# ---- rtc_calibrator ----
### Where the registers sit, rtc_calibrator

Other sequential cells in the stronger gray, the rest of the logic in the fainter gray.
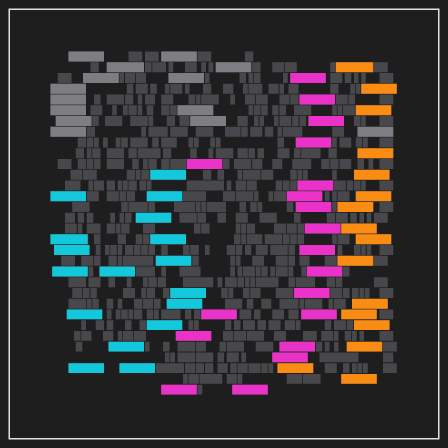

**src/rtl/rtc_calibrator.sv**
```systemverilog
// rtl/rtc_calibrator.sv - PPS-referenced measurement of RTC clock cycles per second
//
// Purpose:
//   Counts clk_i cycles between rising edges of an external 1 PPS reference,
//   averages 2^AVG_LOG2 periods with round-half-up, range-checks every period
//   and hands the result to the RTC core as a one-cycle calibre_update_o
//   strobe qualifying calibre_sec_cnt_o.
//
// Ports:
//   clk_i              in   RTC clock
//   rstn_i             in   asynchronous active-low reset
//   pps_i              in   asynchronous 1 PPS reference
//   cal_start_i        in   start a calibration run (pulse, ignored while busy)
//   cal_abort_i        in   abort a running calibration (pulse, wins over start/pps)
//   calibre_update_o   out  one-cycle strobe, calibre_sec_cnt_o carries a new value
//   calibre_sec_cnt_o  out  last accepted calibration value (NOMINAL after reset)
//   cal_busy_o         out  high while a run is in progress
//   cal_done_o         out  one-cycle pulse when a run finishes (ok or error)
//   cal_err_o          out  sticky: last run failed; cleared by the next accepted start
//
// Build option:
//   RTC_CAL_GLITCH_FILTER_EN - when defined, the synchronized PPS level must be
//   stable for 4 consecutive samples before it is accepted, so pulses shorter
//   than 4 cycles never produce an edge. Undefined: the raw synchronized level
//   feeds the edge detector.

module rtc_calibrator #(
  parameter int AVG_LOG2    = 3,
  parameter int NOMINAL     = 32768,
  parameter int TOL         = 1024,
  parameter int SYNC_STAGES = 2
) (
  input  logic        clk_i,
  input  logic        rstn_i,
  input  logic        pps_i,
  input  logic        cal_start_i,
  input  logic        cal_abort_i,
  output logic        calibre_update_o,
  output logic [15:0] calibre_sec_cnt_o,
  output logic        cal_busy_o,
  output logic        cal_done_o,
  output logic        cal_err_o
);

  localparam int CNT_W = 17;
  localparam int ACC_W = CNT_W + AVG_LOG2;
  localparam int IDX_W = AVG_LOG2 + 1;

  localparam logic [CNT_W-1:0] CNT_MAX  = {CNT_W{1'b1}};
  localparam logic [CNT_W-1:0] P_MIN    = CNT_W'(NOMINAL - TOL);
  localparam logic [CNT_W-1:0] P_MAX    = CNT_W'(NOMINAL + TOL);
  localparam logic [CNT_W-1:0] TIMEOUT  = CNT_W'(2 * NOMINAL);
  localparam logic [IDX_W-1:0] LAST_IDX = IDX_W'((1 << AVG_LOG2) - 1);
  localparam logic [ACC_W-1:0] HALF_LSB = ACC_W'(1 << (AVG_LOG2 - 1));
  localparam logic [15:0]      NOM_VAL  = 16'(NOMINAL);

  typedef enum logic [1:0] {
    ST_IDLE,
    ST_ARM,
    ST_MEASURE,
    ST_CHECK
  } state_t;

  // ---------------------------------------------------------------------------
  // PPS synchronizer and rising-edge detector
  // ---------------------------------------------------------------------------
  logic [SYNC_STAGES-1:0] sync_q, sync_d;
  logic                   pps_sync;
  logic                   edge_q, edge_d;

  assign pps_sync = sync_q[SYNC_STAGES-1];

  always_comb begin
    sync_d = {sync_q[SYNC_STAGES-2:0], pps_i};
  end

`ifdef RTC_CAL_GLITCH_FILTER_EN
  // filt_q only follows pps_sync once it has disagreed for 4 samples in a row;
  // fcnt_q counts the disagreeing samples seen so far.
  logic       filt_q, filt_d;
  logic [1:0] fcnt_q, fcnt_d;

  always_comb begin
    filt_d = filt_q;
    fcnt_d = 2'd0;
    if (pps_sync != filt_q) begin
      if (fcnt_q == 2'd3) begin
        filt_d = pps_sync;
      end else begin
        fcnt_d = fcnt_q + 2'd1;
      end
    end
    // The filter flop already acts as the delay stage of the edge detector.
    edge_d = filt_d & ~filt_q;
  end
`else
  logic dly_q, dly_d;

  always_comb begin
    dly_d  = pps_sync;
    edge_d = pps_sync & ~dly_q;
  end
`endif

  // ---------------------------------------------------------------------------
  // Measurement state machine
  // ---------------------------------------------------------------------------
  state_t             state_q, state_d;
  logic [CNT_W-1:0]   cnt_q, cnt_d;
  logic [ACC_W-1:0]   acc_q, acc_d;
  logic [IDX_W-1:0]   idx_q, idx_d;
  logic               upd_q, upd_d;
  logic               done_q, done_d;
  logic               err_q, err_d;
  logic               busy_q, busy_d;
  logic [15:0]        val_q, val_d;

  logic [CNT_W-1:0]   cnt_inc;
  logic               period_ok;
  logic               timed_out;

  always_comb begin
    // Saturate so a stuck reference can never wrap into a plausible period.
    cnt_inc   = (cnt_q == CNT_MAX) ? cnt_q : cnt_q + 1'b1;
    period_ok = (cnt_q >= P_MIN) && (cnt_q <= P_MAX);
    timed_out = (cnt_q >= TIMEOUT);

    state_d = state_q;
    cnt_d   = cnt_q;
    acc_d   = acc_q;
    idx_d   = idx_q;
    upd_d   = 1'b0;
    done_d  = 1'b0;
    err_d   = err_q;
    val_d   = val_q;

    unique case (state_q)
      ST_IDLE: begin
        // A simultaneous abort cancels the start request.
        if (cal_start_i && !cal_abort_i) begin
          state_d = ST_ARM;
          err_d   = 1'b0;
          cnt_d   = '0;
          acc_d   = '0;
          idx_d   = '0;
        end
      end

      ST_ARM: begin
        // The counter doubles as the timeout timer while waiting for the first edge.
        if (cal_abort_i) begin
          state_d = ST_IDLE;
        end else if (edge_q) begin
          state_d = ST_MEASURE;
          cnt_d   = CNT_W'(1);
        end else if (timed_out) begin
          state_d = ST_IDLE;
          err_d   = 1'b1;
          done_d  = 1'b1;
        end else begin
          cnt_d = cnt_inc;
        end
      end

      ST_MEASURE: begin
        if (cal_abort_i) begin
          state_d = ST_IDLE;
        end else if (edge_q) begin
          if (!period_ok) begin
            state_d = ST_IDLE;
            err_d   = 1'b1;
            done_d  = 1'b1;
          end else begin
            acc_d = acc_q + ACC_W'(cnt_q);
            idx_d = idx_q + 1'b1;
            cnt_d = CNT_W'(1);
            if (idx_q == LAST_IDX) begin
              state_d = ST_CHECK;
            end
          end
        end else if (timed_out) begin
          state_d = ST_IDLE;
          err_d   = 1'b1;
          done_d  = 1'b1;
        end else begin
          cnt_d = cnt_inc;
        end
      end

      ST_CHECK: begin
        if (cal_abort_i) begin
          state_d = ST_IDLE;
        end else begin
          // Round half up; every period passed the range check, so the mean fits 16 bits.
          val_d   = 16'((acc_q + HALF_LSB) >> AVG_LOG2);
          upd_d   = 1'b1;
          done_d  = 1'b1;
          state_d = ST_IDLE;
        end
      end

      default: begin
        state_d = ST_IDLE;
      end
    endcase

    busy_d = (state_d != ST_IDLE);
  end

  always_ff @(posedge clk_i or negedge rstn_i) begin
    if (!rstn_i) begin
      sync_q  <= '0;
      edge_q  <= 1'b0;
`ifdef RTC_CAL_GLITCH_FILTER_EN
      filt_q  <= 1'b0;
      fcnt_q  <= 2'd0;
`else
      dly_q   <= 1'b0;
`endif
      state_q <= ST_IDLE;
      cnt_q   <= '0;
      acc_q   <= '0;
      idx_q   <= '0;
      upd_q   <= 1'b0;
      done_q  <= 1'b0;
      err_q   <= 1'b0;
      busy_q  <= 1'b0;
      val_q   <= NOM_VAL;
    end else begin
      sync_q  <= sync_d;
      edge_q  <= edge_d;
`ifdef RTC_CAL_GLITCH_FILTER_EN
      filt_q  <= filt_d;
      fcnt_q  <= fcnt_d;
`else
      dly_q   <= dly_d;
`endif
      state_q <= state_d;
      cnt_q   <= cnt_d;
      acc_q   <= acc_d;
      idx_q   <= idx_d;
      upd_q   <= upd_d;
      done_q  <= done_d;
      err_q   <= err_d;
      busy_q  <= busy_d;
      val_q   <= val_d;
    end
  end

  assign calibre_update_o  = upd_q;
  assign calibre_sec_cnt_o = val_q;
  assign cal_busy_o        = busy_q;
  assign cal_done_o        = done_q;
  assign cal_err_o         = err_q;

endmodule
```
**config.mk**
```make
export PLATFORM = sky130hd
export DESIGN_NAME = rtc_calibrator
export DESIGN_NICKNAME = d
export VERILOG_FILES = /design/src/rtl/rtc_calibrator.sv
export SDC_FILE = /design/constraint.sdc
export NUM_CORES = 1
export LEC_CHECK = 0
export CORE_MARGIN = 10
export CORE_UTILIZATION = 56
export DETAILED_ROUTE_END_ITERATION = 7
export GPL_TIMING_DRIVEN = 0
export PLACE_DENSITY_LB_ADDON = 0.15
export SLEW_MARGIN = 20
export SYNTH_ARGS = -nofsm -noshare
export SYNTH_HDL_FRONTEND = slang
export SYNTH_SLANG_ARGS = --single-unit
export TNS_END_PERCENT = 20
```
**constraint.sdc**
```tcl
create_clock -name clk_i -period 2.82 [get_ports clk_i]
set_clock_uncertainty 0.15 [all_clocks]
set_input_delay 0.564 -clock clk_i [delete_from_list [all_inputs] [get_ports clk_i]]
set_output_delay 0.564 -clock clk_i [all_outputs]
set_load 0.01 [all_outputs]
```
# ---- booth_mul_seq ----
[src/rtl/booth_mul_seq.sv]
// Sequential radix-4 Booth multiplier: one shared partial-product adder, one digit per cycle.
// Latency: out_valid rises NUM_DIGITS cycles after the accept edge; issue interval NUM_DIGITS+2.
// Backpressure: product is held in DONE while out_ready=0; operands are accepted only in IDLE.
module booth_mul_seq #(
    parameter int DATA_WIDTH = 6
) (
    input  logic                      clk,
    input  logic                      rst_n,
    input  logic                      in_valid,
    output logic                      in_ready,
    input  logic [DATA_WIDTH-1:0]     multiplicand,
    input  logic [DATA_WIDTH-1:0]     multiplier,
    output logic                      out_valid,
    input  logic                      out_ready,
    output logic [2*DATA_WIDTH-1:0]   product,
    output logic                      busy
);

    localparam int NUM_DIGITS = (DATA_WIDTH + 1) / 2;
    localparam int PW         = 2 * DATA_WIDTH;
    localparam int BW         = 2 * NUM_DIGITS;
    localparam int CW         = $clog2(NUM_DIGITS) + 1;
    localparam int SW         = CW + 1;

    typedef enum logic [1:0] {
        IDLE = 2'd0,
        CALC = 2'd1,
        DONE = 2'd2
    } state_t;

    state_t                 state, state_nxt;
    logic [DATA_WIDTH-1:0]  a_q;
    logic [BW:0]            b_q;
    logic [PW-1:0]          acc_q;
    logic [PW-1:0]          product_q;
    logic [CW-1:0]          cnt_q;

    logic [BW-1:0]          b_sx;
    logic [SW-1:0]          sh;
    logic [2:0]             trip;
    logic [PW-1:0]          a_ext;
    logic [PW-1:0]          sel;
    logic                   neg;
    logic [PW-1:0]          pp;
    logic [PW-1:0]          acc_nxt;
    logic                   last_digit;

    always_ff @(posedge clk) begin
        if (!rst_n) begin
            state <= IDLE;
        end else begin
            state <= state_nxt;
        end
    end

    always_comb begin
        state_nxt = state;
        case (state)
            IDLE:    if (in_valid)   state_nxt = CALC;
            CALC:    if (last_digit) state_nxt = DONE;
            DONE:    if (out_ready)  state_nxt = IDLE;
            default:                 state_nxt = IDLE;
        endcase
    end

    always_comb begin
        in_ready  = (state == IDLE);
        out_valid = (state == DONE);
        busy      = (state != IDLE);
    end

    // Odd widths get one extra multiplier bit carrying B's sign.
    always_comb begin
        b_sx                 = {BW{multiplier[DATA_WIDTH-1]}};
        b_sx[DATA_WIDTH-1:0] = multiplier;
    end

    // Booth triplet {b[2i+1], b[2i], b[2i-1]}; b_q[0] is the implicit b[-1]=0.
    always_comb begin
        sh         = {cnt_q, 1'b0};
        trip       = b_q[sh +: 3];
        a_ext      = {{(PW-DATA_WIDTH){a_q[DATA_WIDTH-1]}}, a_q};
        last_digit = (cnt_q == CW'(NUM_DIGITS - 1));
        sel        = '0;
        neg        = 1'b0;
        case (trip)
            3'b001, 3'b010: sel = a_ext;
            3'b011:         sel = a_ext << 1;
            3'b100: begin
                sel = a_ext << 1;
                neg = 1'b1;
            end
            3'b101, 3'b110: begin
                sel = a_ext;
                neg = 1'b1;
            end
            default:        sel = '0;
        endcase
        // Negation as inverted operand plus carry-in.
        pp      = (neg ? ~sel : sel) + {{(PW-1){1'b0}}, neg};
        acc_nxt = acc_q + (pp << sh);
    end

    always_ff @(posedge clk) begin
        if (!rst_n) begin
            a_q       <= '0;
            b_q       <= '0;
            acc_q     <= '0;
            cnt_q     <= '0;
            product_q <= '0;
        end else begin
            if (state == IDLE && in_valid) begin
                a_q   <= multiplicand;
                b_q   <= {b_sx, 1'b0};
                acc_q <= '0;
                cnt_q <= '0;
            end else if (state == CALC) begin
                acc_q <= acc_nxt;
                cnt_q <= cnt_q + 1'b1;
                if (last_digit) begin
                    product_q <= acc_nxt;
                end
            end
        end
    end

    assign product = product_q;

endmodule

[config.mk]
export PLATFORM = sky130hd
export DESIGN_NAME = booth_mul_seq
export DESIGN_NICKNAME = d
export VERILOG_FILES = /design/src/rtl/booth_mul_seq.sv
export SDC_FILE = /design/constraint.sdc
export NUM_CORES = 1
export LEC_CHECK = 0
export CAP_MARGIN = 15
export CORE_MARGIN = 3
export CORE_UTILIZATION = 35
export CTS_BUF_LIST = sky130_fd_sc_hd__clkbuf_4 sky130_fd_sc_hd__clkbuf_8
export DETAILED_ROUTE_END_ITERATION = 8
export PLACE_DENSITY = 0.57
export SLEW_MARGIN = 40
export SYNTH_ARGS = -nofsm -noshare
export SYNTH_HDL_FRONTEND = slang
export SYNTH_SLANG_ARGS = --single-unit
[constraint.sdc]
create_clock -name clk -period 8.7 [get_ports clk]
set_input_delay 1.74 -clock clk [delete_from_list [all_inputs] [get_ports clk]]
set_output_delay 1.74 -clock clk [all_outputs]
set_load 0.01 [all_outputs]
# ---- matrix_input_loader ----
**config.mk**
```make
export PLATFORM = sky130hd
export DESIGN_NAME = matrix_input_loader
export DESIGN_NICKNAME = d
export VERILOG_FILES = /design/src/rtl/matrix_input_loader.sv
export SDC_FILE = /design/constraint.sdc
export NUM_CORES = 1
export LEC_CHECK = 0
export ABC_AREA = 0
export CAP_MARGIN = 15
export CORE_MARGIN = 1.5
export CORE_UTILIZATION = 40
export DETAILED_ROUTE_END_ITERATION = 10
export PLACE_DENSITY = 0.66
export SLEW_MARGIN = 20
export SYNTH_ARGS = -nofsm -noshare
export SYNTH_HDL_FRONTEND = slang
export SYNTH_SLANG_ARGS = --single-unit
```
**constraint.sdc**
```tcl
create_clock -name clk -period 4.6 [get_ports clk]
set_clock_uncertainty 0.05 [all_clocks]
set_input_delay 0.69 -clock clk [delete_from_list [all_inputs] [get_ports clk]]
set_output_delay 0.69 -clock clk [all_outputs]
set_load 0.01 [all_outputs]
```
**src/rtl/matrix_input_loader.sv**
```systemverilog
// matrix_input_loader: operand front end of the matrix ALU.
// Takes one command (op + scalar), then streams DIM*DIM signed elements per matrix,
// one per data handshake, packed row-major into matrix_a / matrix_b. The operands
// are held stable in DONE until result_ack; start pulses once when they are complete.
// Optional feature macro: LOADER_TIMEOUT_EN adds a load-phase idle watchdog that
// aborts to IDLE, clears both matrices and pulses timeout_err.
module matrix_input_loader #(
    parameter int ELEM_W         = 8,
    parameter int DIM            = 5,
    parameter int TIMEOUT_CYCLES = 1024
) (
    input  logic                           clk,
    input  logic                           rst,
    input  logic                           cmd_valid,
    output logic                           cmd_ready,
    input  logic [2:0]                     cmd_op,
    input  logic signed [ELEM_W-1:0]       cmd_scalar,
    output logic                           cmd_err,
    input  logic                           data_valid,
    output logic                           data_ready,
    input  logic signed [ELEM_W-1:0]       data_in,
    output logic [2:0]                     op_code,
    output logic signed [ELEM_W-1:0]       scalar,
    output logic [DIM*DIM*ELEM_W-1:0]      matrix_a,
    output logic [DIM*DIM*ELEM_W-1:0]      matrix_b,
    output logic                           start,
    output logic                           operands_valid,
    input  logic                           result_ack,
    output logic                           timeout_err
);

    localparam int NELEM = DIM * DIM;
    localparam int CNT_W = $clog2(NELEM);

    localparam logic [1:0] S_IDLE   = 2'd0;
    localparam logic [1:0] S_LOAD_A = 2'd1;
    localparam logic [1:0] S_LOAD_B = 2'd2;
    localparam logic [1:0] S_DONE   = 2'd3;

    logic [1:0]       state;
    logic [CNT_W-1:0] elem_cnt;
    logic             byte_acc;
    logic             last_byte;
    logic             wd_fire;

    // data_ready is only ever high in a LOAD state, so this is a LOAD-state handshake
    assign byte_acc  = data_valid && data_ready;
    assign last_byte = (elem_cnt == CNT_W'(NELEM - 1));

`ifdef LOADER_TIMEOUT_EN
    localparam int WD_W = $clog2(TIMEOUT_CYCLES + 1);

    logic [WD_W-1:0] wd_cnt;
    logic            in_load;

    assign in_load = (state == S_LOAD_A) || (state == S_LOAD_B);
    // Fires on the TIMEOUT_CYCLES-th consecutive LOAD cycle without an accepted byte
    assign wd_fire = in_load && !byte_acc && (wd_cnt == WD_W'(TIMEOUT_CYCLES - 1));

    // Idle-cycle watchdog: restarts on every accepted byte and outside LOAD states
    always_ff @(posedge clk) begin
        if (!rst || !in_load || byte_acc || wd_fire)
            wd_cnt <= '0;
        else
            wd_cnt <= wd_cnt + 1'b1;
    end
`else
    assign wd_fire = 1'b0;
`endif

    // Control FSM plus operand registers; ready flags are registered from the next state
    always_ff @(posedge clk) begin
        if (!rst) begin
            state          <= S_IDLE;
            elem_cnt       <= '0;
            op_code        <= '0;
            scalar         <= '0;
            matrix_a       <= '0;
            matrix_b       <= '0;
            start          <= 1'b0;
            operands_valid <= 1'b0;
            cmd_err        <= 1'b0;
            timeout_err    <= 1'b0;
            cmd_ready      <= 1'b1;
            data_ready     <= 1'b0;
        end else begin
            start       <= 1'b0;
            cmd_err     <= 1'b0;
            timeout_err <= wd_fire;
            if (wd_fire) begin
                state      <= S_IDLE;
                elem_cnt   <= '0;
                matrix_a   <= '0;
                matrix_b   <= '0;
                cmd_ready  <= 1'b1;
                data_ready <= 1'b0;
            end else begin
                case (state)
                    S_IDLE: begin
                        if (cmd_valid && cmd_ready) begin
                            if (cmd_op <= 3'b101) begin
                                op_code  <= cmd_op;
                                scalar   <= cmd_scalar;
                                elem_cnt <= '0;
                                // single-operand ops never load B, so clear it now
                                if (cmd_op[2:1] != 2'b00)
                                    matrix_b <= '0;
                                state      <= S_LOAD_A;
                                cmd_ready  <= 1'b0;
                                data_ready <= 1'b1;
                            end else begin
                                cmd_err <= 1'b1;
                            end
                        end
                    end
                    S_LOAD_A: begin
                        if (byte_acc) begin
                            matrix_a[ELEM_W*int'(elem_cnt) +: ELEM_W] <= data_in;
                            if (last_byte) begin
                                elem_cnt <= '0;
                                if (op_code[2:1] == 2'b00) begin
                                    state <= S_LOAD_B;
                                end else begin
                                    state          <= S_DONE;
                                    data_ready     <= 1'b0;
                                    start          <= 1'b1;
                                    operands_valid <= 1'b1;
                                end
                            end else begin
                                elem_cnt <= elem_cnt + 1'b1;
                            end
                        end
                    end
                    S_LOAD_B: begin
                        if (byte_acc) begin
                            matrix_b[ELEM_W*int'(elem_cnt) +: ELEM_W] <= data_in;
                            if (last_byte) begin
                                elem_cnt       <= '0;
                                state          <= S_DONE;
                                data_ready     <= 1'b0;
                                start          <= 1'b1;
                                operands_valid <= 1'b1;
                            end else begin
                                elem_cnt <= elem_cnt + 1'b1;
                            end
                        end
                    end
                    S_DONE: begin
                        if (result_ack) begin
                            state          <= S_IDLE;
                            operands_valid <= 1'b0;
                            cmd_ready      <= 1'b1;
                        end
                    end
                    default: begin
                        state      <= S_IDLE;
                        cmd_ready  <= 1'b1;
                        data_ready <= 1'b0;
                    end
                endcase
            end
        end
    end

endmodule

```
# ---- crc32 ----
==> config.mk <==
export PLATFORM = sky130hd
export DESIGN_NAME = crc32
export DESIGN_NICKNAME = d
export VERILOG_FILES = /design/src/rtl/crc32_pkg.sv /design/src/rtl/crc32_step.sv /design/src/rtl/crc32.sv
export SDC_FILE = /design/constraint.sdc
export NUM_CORES = 1
export LEC_CHECK = 0
export CORE_MARGIN = 5
export CORE_UTILIZATION = 30
export CTS_CLUSTER_SIZE = 24
export DETAILED_ROUTE_END_ITERATION = 12
export HOLD_SLACK_MARGIN = 0.15
export PLACE_DENSITY_LB_ADDON = 0.3
export SLEW_MARGIN = 20
export SYNTH_ARGS = -nofsm -noshare
export SYNTH_HDL_FRONTEND = slang
export SYNTH_SLANG_ARGS = --single-unit
==> constraint.sdc <==
create_clock -name clk -period 3.8 [get_ports clk]
set_clock_uncertainty 0.05 [all_clocks]
set_input_delay 0.76 -clock clk [delete_from_list [all_inputs] [get_ports clk]]
set_output_delay 0.76 -clock clk [all_outputs]
set_load 0.02 [all_outputs]
==> src/rtl/crc32_pkg.sv <==
// Shared constants, FSM state type and a bitwise LSB-first CRC-32 fold helper
// for the crc32 engine and its per-step datapath.
package crc32_pkg;

  localparam logic [31:0] CRC32_POLY_REFL = 32'hEDB88320;
  localparam logic [31:0] CRC32_INIT      = 32'hFFFFFFFF;
  localparam logic [31:0] CRC32_XOROUT    = 32'hFFFFFFFF;

  // Widest block the whole-block fold helper accepts.
  localparam int CRC32_FOLD_MAX = 1024;

  typedef enum logic {IDLE, BUSY} crc32_state_t;

  // Folds the low nbits of data into acc, bit 0 first. The loop bound is
  // constant so the unused tail is pruned whenever nbits is a constant.
  function automatic logic [31:0] crc32_fold(
    input logic [31:0]               acc,
    input logic [CRC32_FOLD_MAX-1:0] data,
    input int                        nbits
  );
    logic [31:0] r;
    r = acc;
    for (int i = 0; i < CRC32_FOLD_MAX; i++) begin
      if (i < nbits) begin
        if (r[0] ^ data[i]) r = {1'b0, r[31:1]} ^ CRC32_POLY_REFL;
        else                r = {1'b0, r[31:1]};
      end
    end
    return r;
  endfunction

endpackage

==> src/rtl/crc32_step.sv <==
// Combinational CRC-32 update for one STEP_W-bit chunk, chunk bit 0 folded
// first; built as an unrolled chain of single-bit reflected LFSR steps.
module crc32_step
  import crc32_pkg::*;
#(
  parameter int STEP_W = 8
) (
  input  logic [31:0]       acc_in,
  input  logic [STEP_W-1:0] chunk,
  output logic [31:0]       acc_out
);

  for (genvar gi = 0; gi < STEP_W; gi++) begin : g_bit
    logic [31:0] prev;
    logic [31:0] next;
    logic        fb;

    if (gi == 0) begin : g_first
      assign prev = acc_in;
    end else begin : g_rest
      assign prev = g_bit[gi-1].next;
    end

    assign fb   = prev[0] ^ chunk[gi];
    assign next = {1'b0, prev[31:1]} ^ (fb ? CRC32_POLY_REFL : 32'h0);
  end

  assign acc_out = g_bit[STEP_W-1].next;

endmodule

==> src/rtl/crc32.sv <==
// CRC-32 (IEEE 802.3) block engine: serial STEP_W bits per clock by default,
// or a whole-block fold when CRC32_SINGLE_CYCLE_EN is defined.
module crc32
  import crc32_pkg::*;
#(
  parameter int DATA_W = 320,
  parameter int STEP_W = 8
) (
  input  logic              clk,
  input  logic              rst,
  input  logic              valid,
  input  logic [DATA_W-1:0] data_raw,
  output logic [31:0]       crc,
  output logic              done
);

  if ((DATA_W % 8) != 0 || (DATA_W % STEP_W) != 0 ||
      !(STEP_W == 1 || STEP_W == 8 || STEP_W == 32) ||
      DATA_W > CRC32_FOLD_MAX) begin : g_bad_param
    $error("crc32: illegal DATA_W/STEP_W combination");
  end

`ifdef CRC32_SINGLE_CYCLE_EN

  logic [31:0] fold_crc;
  logic [31:0] fold_reg;
  logic        pend;

  always_comb begin
    fold_crc = crc32_fold(CRC32_INIT, CRC32_FOLD_MAX'(data_raw), DATA_W) ^ CRC32_XOROUT;
  end

  // Two-stage pipeline so every valid is accepted and done trails it by one edge.
  always_ff @(posedge clk or negedge rst) begin
    if (!rst) begin
      pend     <= 1'b0;
      fold_reg <= 32'h0;
      crc      <= 32'h0;
      done     <= 1'b0;
    end else begin
      pend <= valid;
      if (valid) fold_reg <= fold_crc;
      done <= pend;
      if (pend) crc <= fold_reg;
    end
  end

`else

  localparam int                NCHUNK = DATA_W / STEP_W;
  localparam int                CNT_W  = $clog2(NCHUNK) + 1;
  localparam logic [CNT_W-1:0]  LAST   = CNT_W'(NCHUNK - 1);

  crc32_state_t      state;
  logic [DATA_W-1:0] shift;
  logic [31:0]       acc;
  logic [31:0]       acc_next;
  logic [CNT_W-1:0]  count;

  crc32_step #(
    .STEP_W (STEP_W)
  ) u_step (
    .acc_in  (acc),
    .chunk   (shift[STEP_W-1:0]),
    .acc_out (acc_next)
  );

  // valid is only looked at in IDLE, so requests during BUSY are dropped.
  always_ff @(posedge clk or negedge rst) begin
    if (!rst) begin
      state <= IDLE;
      crc   <= 32'h0;
      done  <= 1'b0;
      count <= '0;
      shift <= '0;
      acc   <= 32'h0;
    end else begin
      done <= 1'b0;
      case (state)
        IDLE: begin
          if (valid) begin
            shift <= data_raw;
            acc   <= CRC32_INIT;
            count <= '0;
            state <= BUSY;
          end
        end
        BUSY: begin
          acc   <= acc_next;
          shift <= shift >> STEP_W;
          count <= count + CNT_W'(1);
          if (count == LAST) begin
            crc   <= acc_next ^ CRC32_XOROUT;
            done  <= 1'b1;
            state <= IDLE;
          end
        end
        default: state <= IDLE;
      endcase
    end
  end

`endif

endmodule

### Where the registers sit, matrix_input_loader

Other sequential cells in the stronger gray, the rest of the logic in the fainter gray.
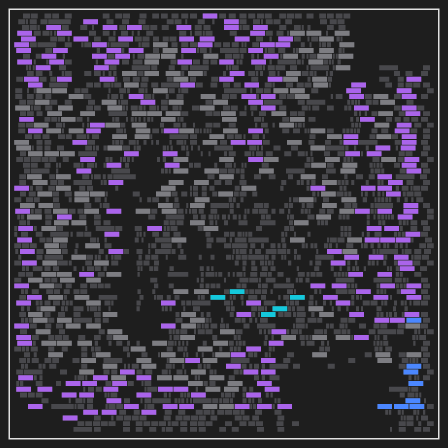
`matrix_a`: in purple, flops 200, where widely spread. `elem_cnt`: in cyan, flops 5. `scalar`: in blue, flops 8, where bottom right.

### Routing congestion map, matrix_input_loader

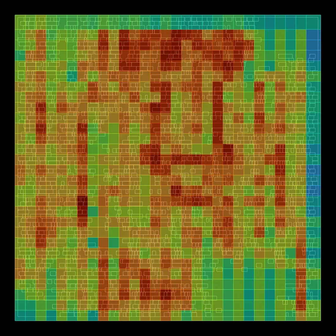
global-route track usage on met2: 0.480
busiest metal layer after global routing: met2
global routing met3 resource utilization: 0.0767
GRT Overall Usage: 0.291
core utilization of the finished layout: 0.564

==> flow_summary.rst, matrix_input_loader <==
Implementation results
======================

.. list-table::
   :header-rows: 1

   * - Metric
     - Value
   * - Share of synthesized registers carrying an async set or reset
     - 0
   * - Data arrival at the endpoint of the critical path
     - 4.37 ns
   * - CP cell instances
     - inv_1 -> ha_1 -> nand2b_4 -> nor2_1 -> ha_1 -> inv_1 -> o31ai_4 -> buf_4 -> and2_1 -> nand3_1 -> a21oi_1
   * - Worst Path Class, Setup
     - reg2reg
   * - Cell internal pwr
     - 6.40 mW
   * - Distinct cells, synth
     - 75
   * - Combinational share of cell area
     - 0.315
   * - Critical path depth
     - 11
   * - Critical path's top delay family
     - adder cells
   * - Final non-filler cell total
     - 2645
   * - Post-cts hold buffer count
     - 0
   * - Cells after DPL
     - 2562
   * - Worst slack, placed
     - 0.832 ns
   * - Main kind of combinational logic by area
     - AND-OR/OR-AND gates
   * - Reg area
     - 8470 um^2
   * - Adder and majority gate portion of the synthesized area
     - 0.00627
   * - Part of the total power dissipated in the clock network
     - 0.403
   * - Final worst hold slack
     - 0.400 ns
   * - Top-area cell type share of the netlist area
     - 0.530
   * - Number of I/O pins
     - 441
   * - Max H-tree Level
     - 2
   * - Regs by FF count
     - matrix_a x200, matrix_b x200, scalar x8
   * - Cell type of the slowest stage on the worst timing path
     - sky130_fd_sc_hd__dfxtp_1
   * - Top power group
     - the clock network
   * - Starting Density
     - 0.404
   * - Post-detailed-route wirelength per cell
     - 23.3 um
   * - Power drawn by the combinational cells
     - 1.86 mW
   * - Ys flop type
     - sky130_fd_sc_hd__dfxtp_1
   * - Hold path depth
     - 2
   * - Number of synthesis warnings
     - 0
   * - Final layout net count
     - 2117
   * - Outcome
     - finished, final reports clean
### Metal 1, rtc_calibrator

Supply wires on this layer in gray.
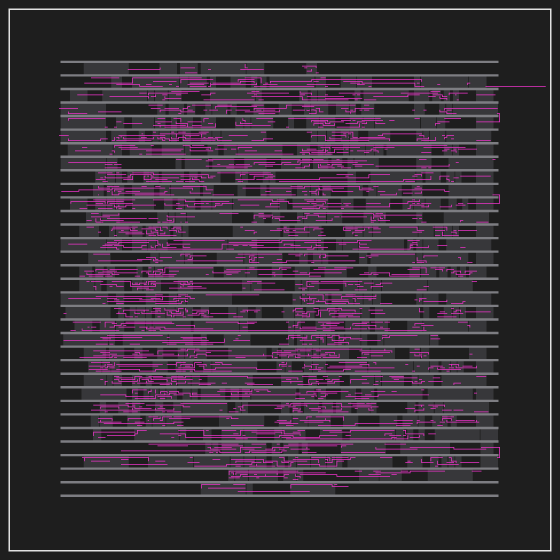
509 nets have wire on it. The layer carries 4590 um of wire. The longest straight run is 46.0 um.

Notes on 'Where the registers sit' of rtc_calibrator above:
`cnt_q`: in cyan, flops 17. `acc_q`: in magenta, flops 19. `calibre_sec_cnt_o`: in orange, flops 16.
Another 14 sequential cells are not colored.

==> flow_summary.rst, rtc_calibrator <==
Implementation results
======================

.. list-table::
   :header-rows: 1

   * - Metric
     - Value
   * - Outcome
     - finished, final reports clean
   * - Switching part of the total
     - 0.324
   * - Max Used Layer
     - met4
   * - Register clock-pin slew on the reported worst setup and hold paths
     - 0.07 ns
   * - Global-route track usage on met2
     - 0.322
   * - Top power group
     - registers
   * - GRT Overall Usage
     - 0.188
   * - Syn nets
     - 530
   * - Max-slew violation count
     - 0
   * - PostCTS Resize Cnt
     - 2
   * - Biggest Area Class
     - logic gates
   * - Post-route minimum period
     - 2.66 ns
   * - Vertical die dimension
     - 108 um
   * - Reg area
     - 1660 um^2
   * - Number of instances in the synthesized netlist
     - 496
   * - Max-cap violation count
     - 0
   * - Combinational share of cell area
     - 0.524
   * - Clock buf/inv share
     - 0.0328
   * - Synth area leader
     - sky130_fd_sc_hd__dfrtp_1
   * - Detail Route Antenna Nets
     - 0
   * - Category of the worst setup path capture point
     - flip-flop
   * - Skew-Pair Late Insertion Delay
     - 0.34 ns
   * - Wire length on met1
     - 4590 um
   * - Critical path depth
     - 11
   * - Crit start category
     - flip-flop
   * - Fin. Hold Viols
     - 0
   * - Required time reported for the critical path endpoint
     - 2.93 ns
   * - Global placer's final weighted congestion
     - 0.918
   * - Number of clock buffers in the layout
     - 13
   * - Mean Syn Cell Area
     - 8.81 um^2
   * - CP max FO
     - 9
   * - Multi-input gate area
     - 2620 um^2
   * - Log Warnings
     - 33
   * - Beginning of the worst hold path
     - sync_q[0]$_DFF_PN0_
   * - Global routing met3 resource utilization
     - 0.0315
   * - Yosys synthesis chip area
     - 4370 um^2
   * - Non-clk invs
     - 16
   * - Tapcells inserted
     - 102
   * - Tot Pwr
     - 2.27 mW
   * - Final layout net count
     - 567
   * - Slew headroom
     - 0.614
   * - Number of vias per cell
     - 6.07
   * - Starting Density
     - 0.571
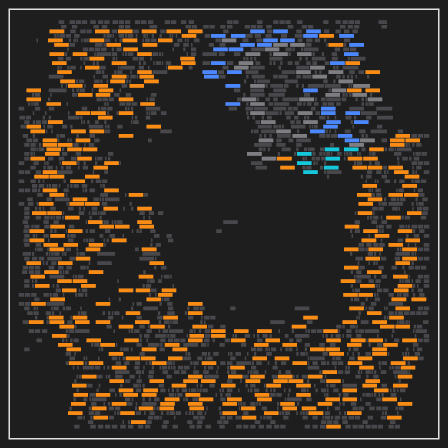
*Where the registers sit, crc32*
Other sequential cells in the stronger gray, the rest of the logic in the fainter gray.
`count`: in cyan, flops 7. `crc`: in blue, flops 32. `shift`: in orange, flops 320, where widely spread.
Another 34 sequential cells are not colored.

### Routing congestion map, crc32

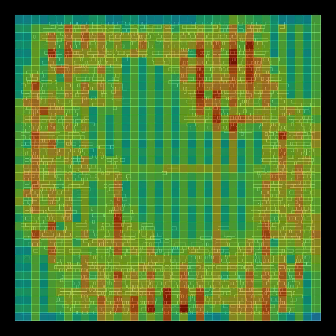
GRT Overall Usage: 0.150
busiest metal layer after global routing: met2
met1 demand-to-capacity share in global routing: 0.200
global-route track usage on met2: 0.243

==> flow_summary.rst, crc32 <==
Implementation results
======================

.. list-table::
   :header-rows: 1

   * - Metric
     - Value
   * - Outcome
     - finished, final reports clean
   * - WP buf/inv
     - 1
   * - Static leakage
     - 11.0 nW
   * - CP cell instances
     - nand4_1 -> or4_1 -> inv_2 -> mux2_2
   * - Multi-input gate area
     - 7880 um^2
   * - Post-synth EDFFs
     - 0
   * - Number of diodes added for antenna fixing
     - 5
   * - Tot Pwr
     - 18.4 mW
   * - Design Area, Final
     - 24200 um^2
   * - Number of synthesis warnings
     - 0
   * - Yosys synthesis chip area
     - 18200 um^2
   * - Ys flop type
     - sky130_fd_sc_hd__dfrtp_1
   * - Simple-Gate Area Share
     - 0.0800
   * - Max Used Layer
     - met5
   * - Destination of the critical timing path
     - crc[21]$_DFFE_PN0P_
   * - Beginning of the critical path
     - state$_DFF_PN0_
   * - Std-Cell Core Area
     - 60200 um^2
   * - Layout multi-input combinational cell count
     - 1146
   * - Compound-gate portion of the synthesized area
     - 0.0981
   * - Clock root buffer
     - sky130_fd_sc_hd__clkbuf_16
   * - Number of cells on the worst reg-to-reg path
     - 4
   * - Vertical die dimension
     - 256 um
   * - Regs by FF count
     - shift x320, acc x32, crc x32
   * - Max H-tree Level
     - 2
   * - Number of failing setup endpoints in the final timing report
     - 0
   * - Buffer count excluding the clock tree in the final layout
     - 384
   * - Reg-to-reg slack, setup
     - 1.05 ns
   * - Number of vias per cell
     - 4.62
   * - Fraction of synthesized area in multiplexers
     - 0.195
   * - Amount of wire on met2 after detailed routing
     - 23700 um
   * - Path category of the worst min-delay check
     - reg2reg
   * - Most common cell in the netlist
     - sky130_fd_sc_hd__dfrtp_1
   * - Final-layout setup total negative slack
     - 0 ns
   * - Critical path's top delay family
     - simple AND/OR/NAND/NOR gates
   * - Endpoint of the worst register-to-register path
     - crc[21]$_DFFE_PN0P_
### Metal 1, booth_mul_seq

Supply wires on this layer in gray.
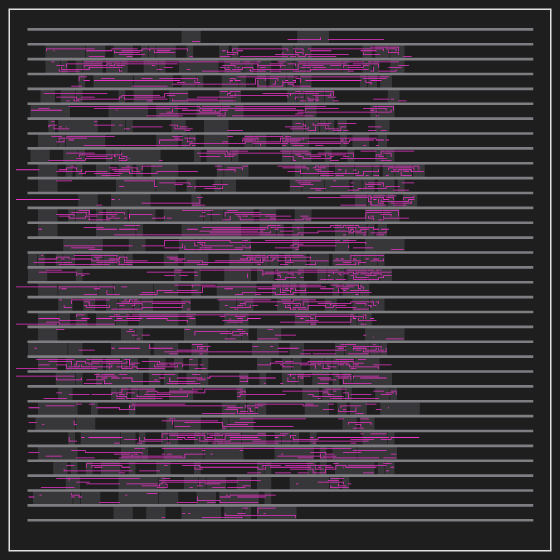
The layer carries 3880 um of wire. The layer holds 51% of the routed length. 409 nets have wire on it.

==> flow_summary.rst, booth_mul_seq <==
Implementation results
======================

.. list-table::
   :header-rows: 1

   * - Metric
     - Value
   * - Outcome
     - finished, final reports clean
   * - Static leakage
     - 1.30 nW
   * - Switching part of the total
     - 0.327
   * - Distinct cells, synth
     - 69
   * - PostCTS Resize Cnt
     - 0
   * - Number of synthesis warnings
     - 0
   * - Most common logic cells in the final layout
     - sky130_fd_sc_hd__nand2_1, sky130_fd_sc_hd__dfxtp_1, sky130_fd_sc_hd__clkdlybuf4s50_1
   * - Simple-Gate Area Share
     - 0.259
   * - Cell type of the slowest stage on the worst timing path
     - sky130_fd_sc_hd__dfxtp_1
   * - Post-route minimum period
     - 6.12 ns
   * - Fraction of synthesized area in multiplexers
     - 0.0175
   * - Cell Rows
     - 33
   * - Number of remaining DRC errors
     - 0
   * - Flop count
     - 41
   * - Wire length on met1
     - 3880 um
   * - Synth area leader
     - sky130_fd_sc_hd__dfxtp_1
   * - Crit start category
     - flip-flop
   * - Post-synth EDFFs
     - 0
   * - Number of I/O pins
     - 31
   * - Antenna violations before repair
     - 0
   * - Global-route track usage on met2
     - 0.240
   * - Beginning of the critical path
     - cnt_q[0]$_SDFFE_PP0P_
   * - Critical path depth
     - 22
   * - Die Span X
     - 98.7 um


==> notes/layouts.md <==
Pictures saved along the way, in no particular order.

Port wiring.
Plate I
Bar = 20 um.
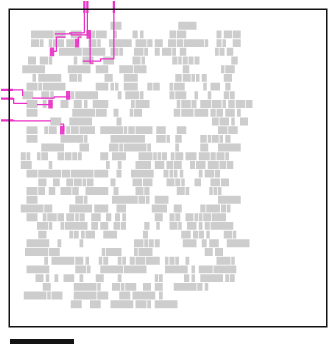
Plate II
Bar = 50 um.
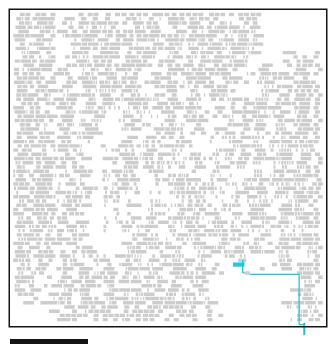
Plate III
Bar = 20 um.
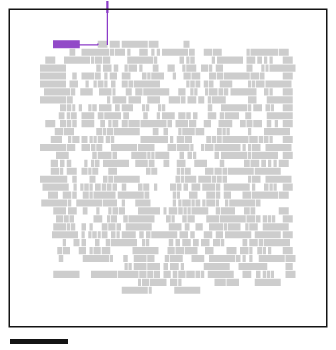
Plate IV
Bar = 100 um.
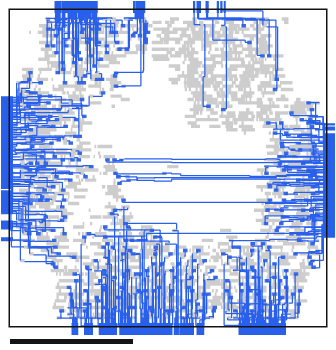
- Plate II = matrix_input_loader
- Plate I = booth_mul_seq
- Plate IV = crc32
- Plate III = rtc_calibrator
- smallest die: Plate I

Power figures rest on the tool's default switching activity, not on a simulated workload.
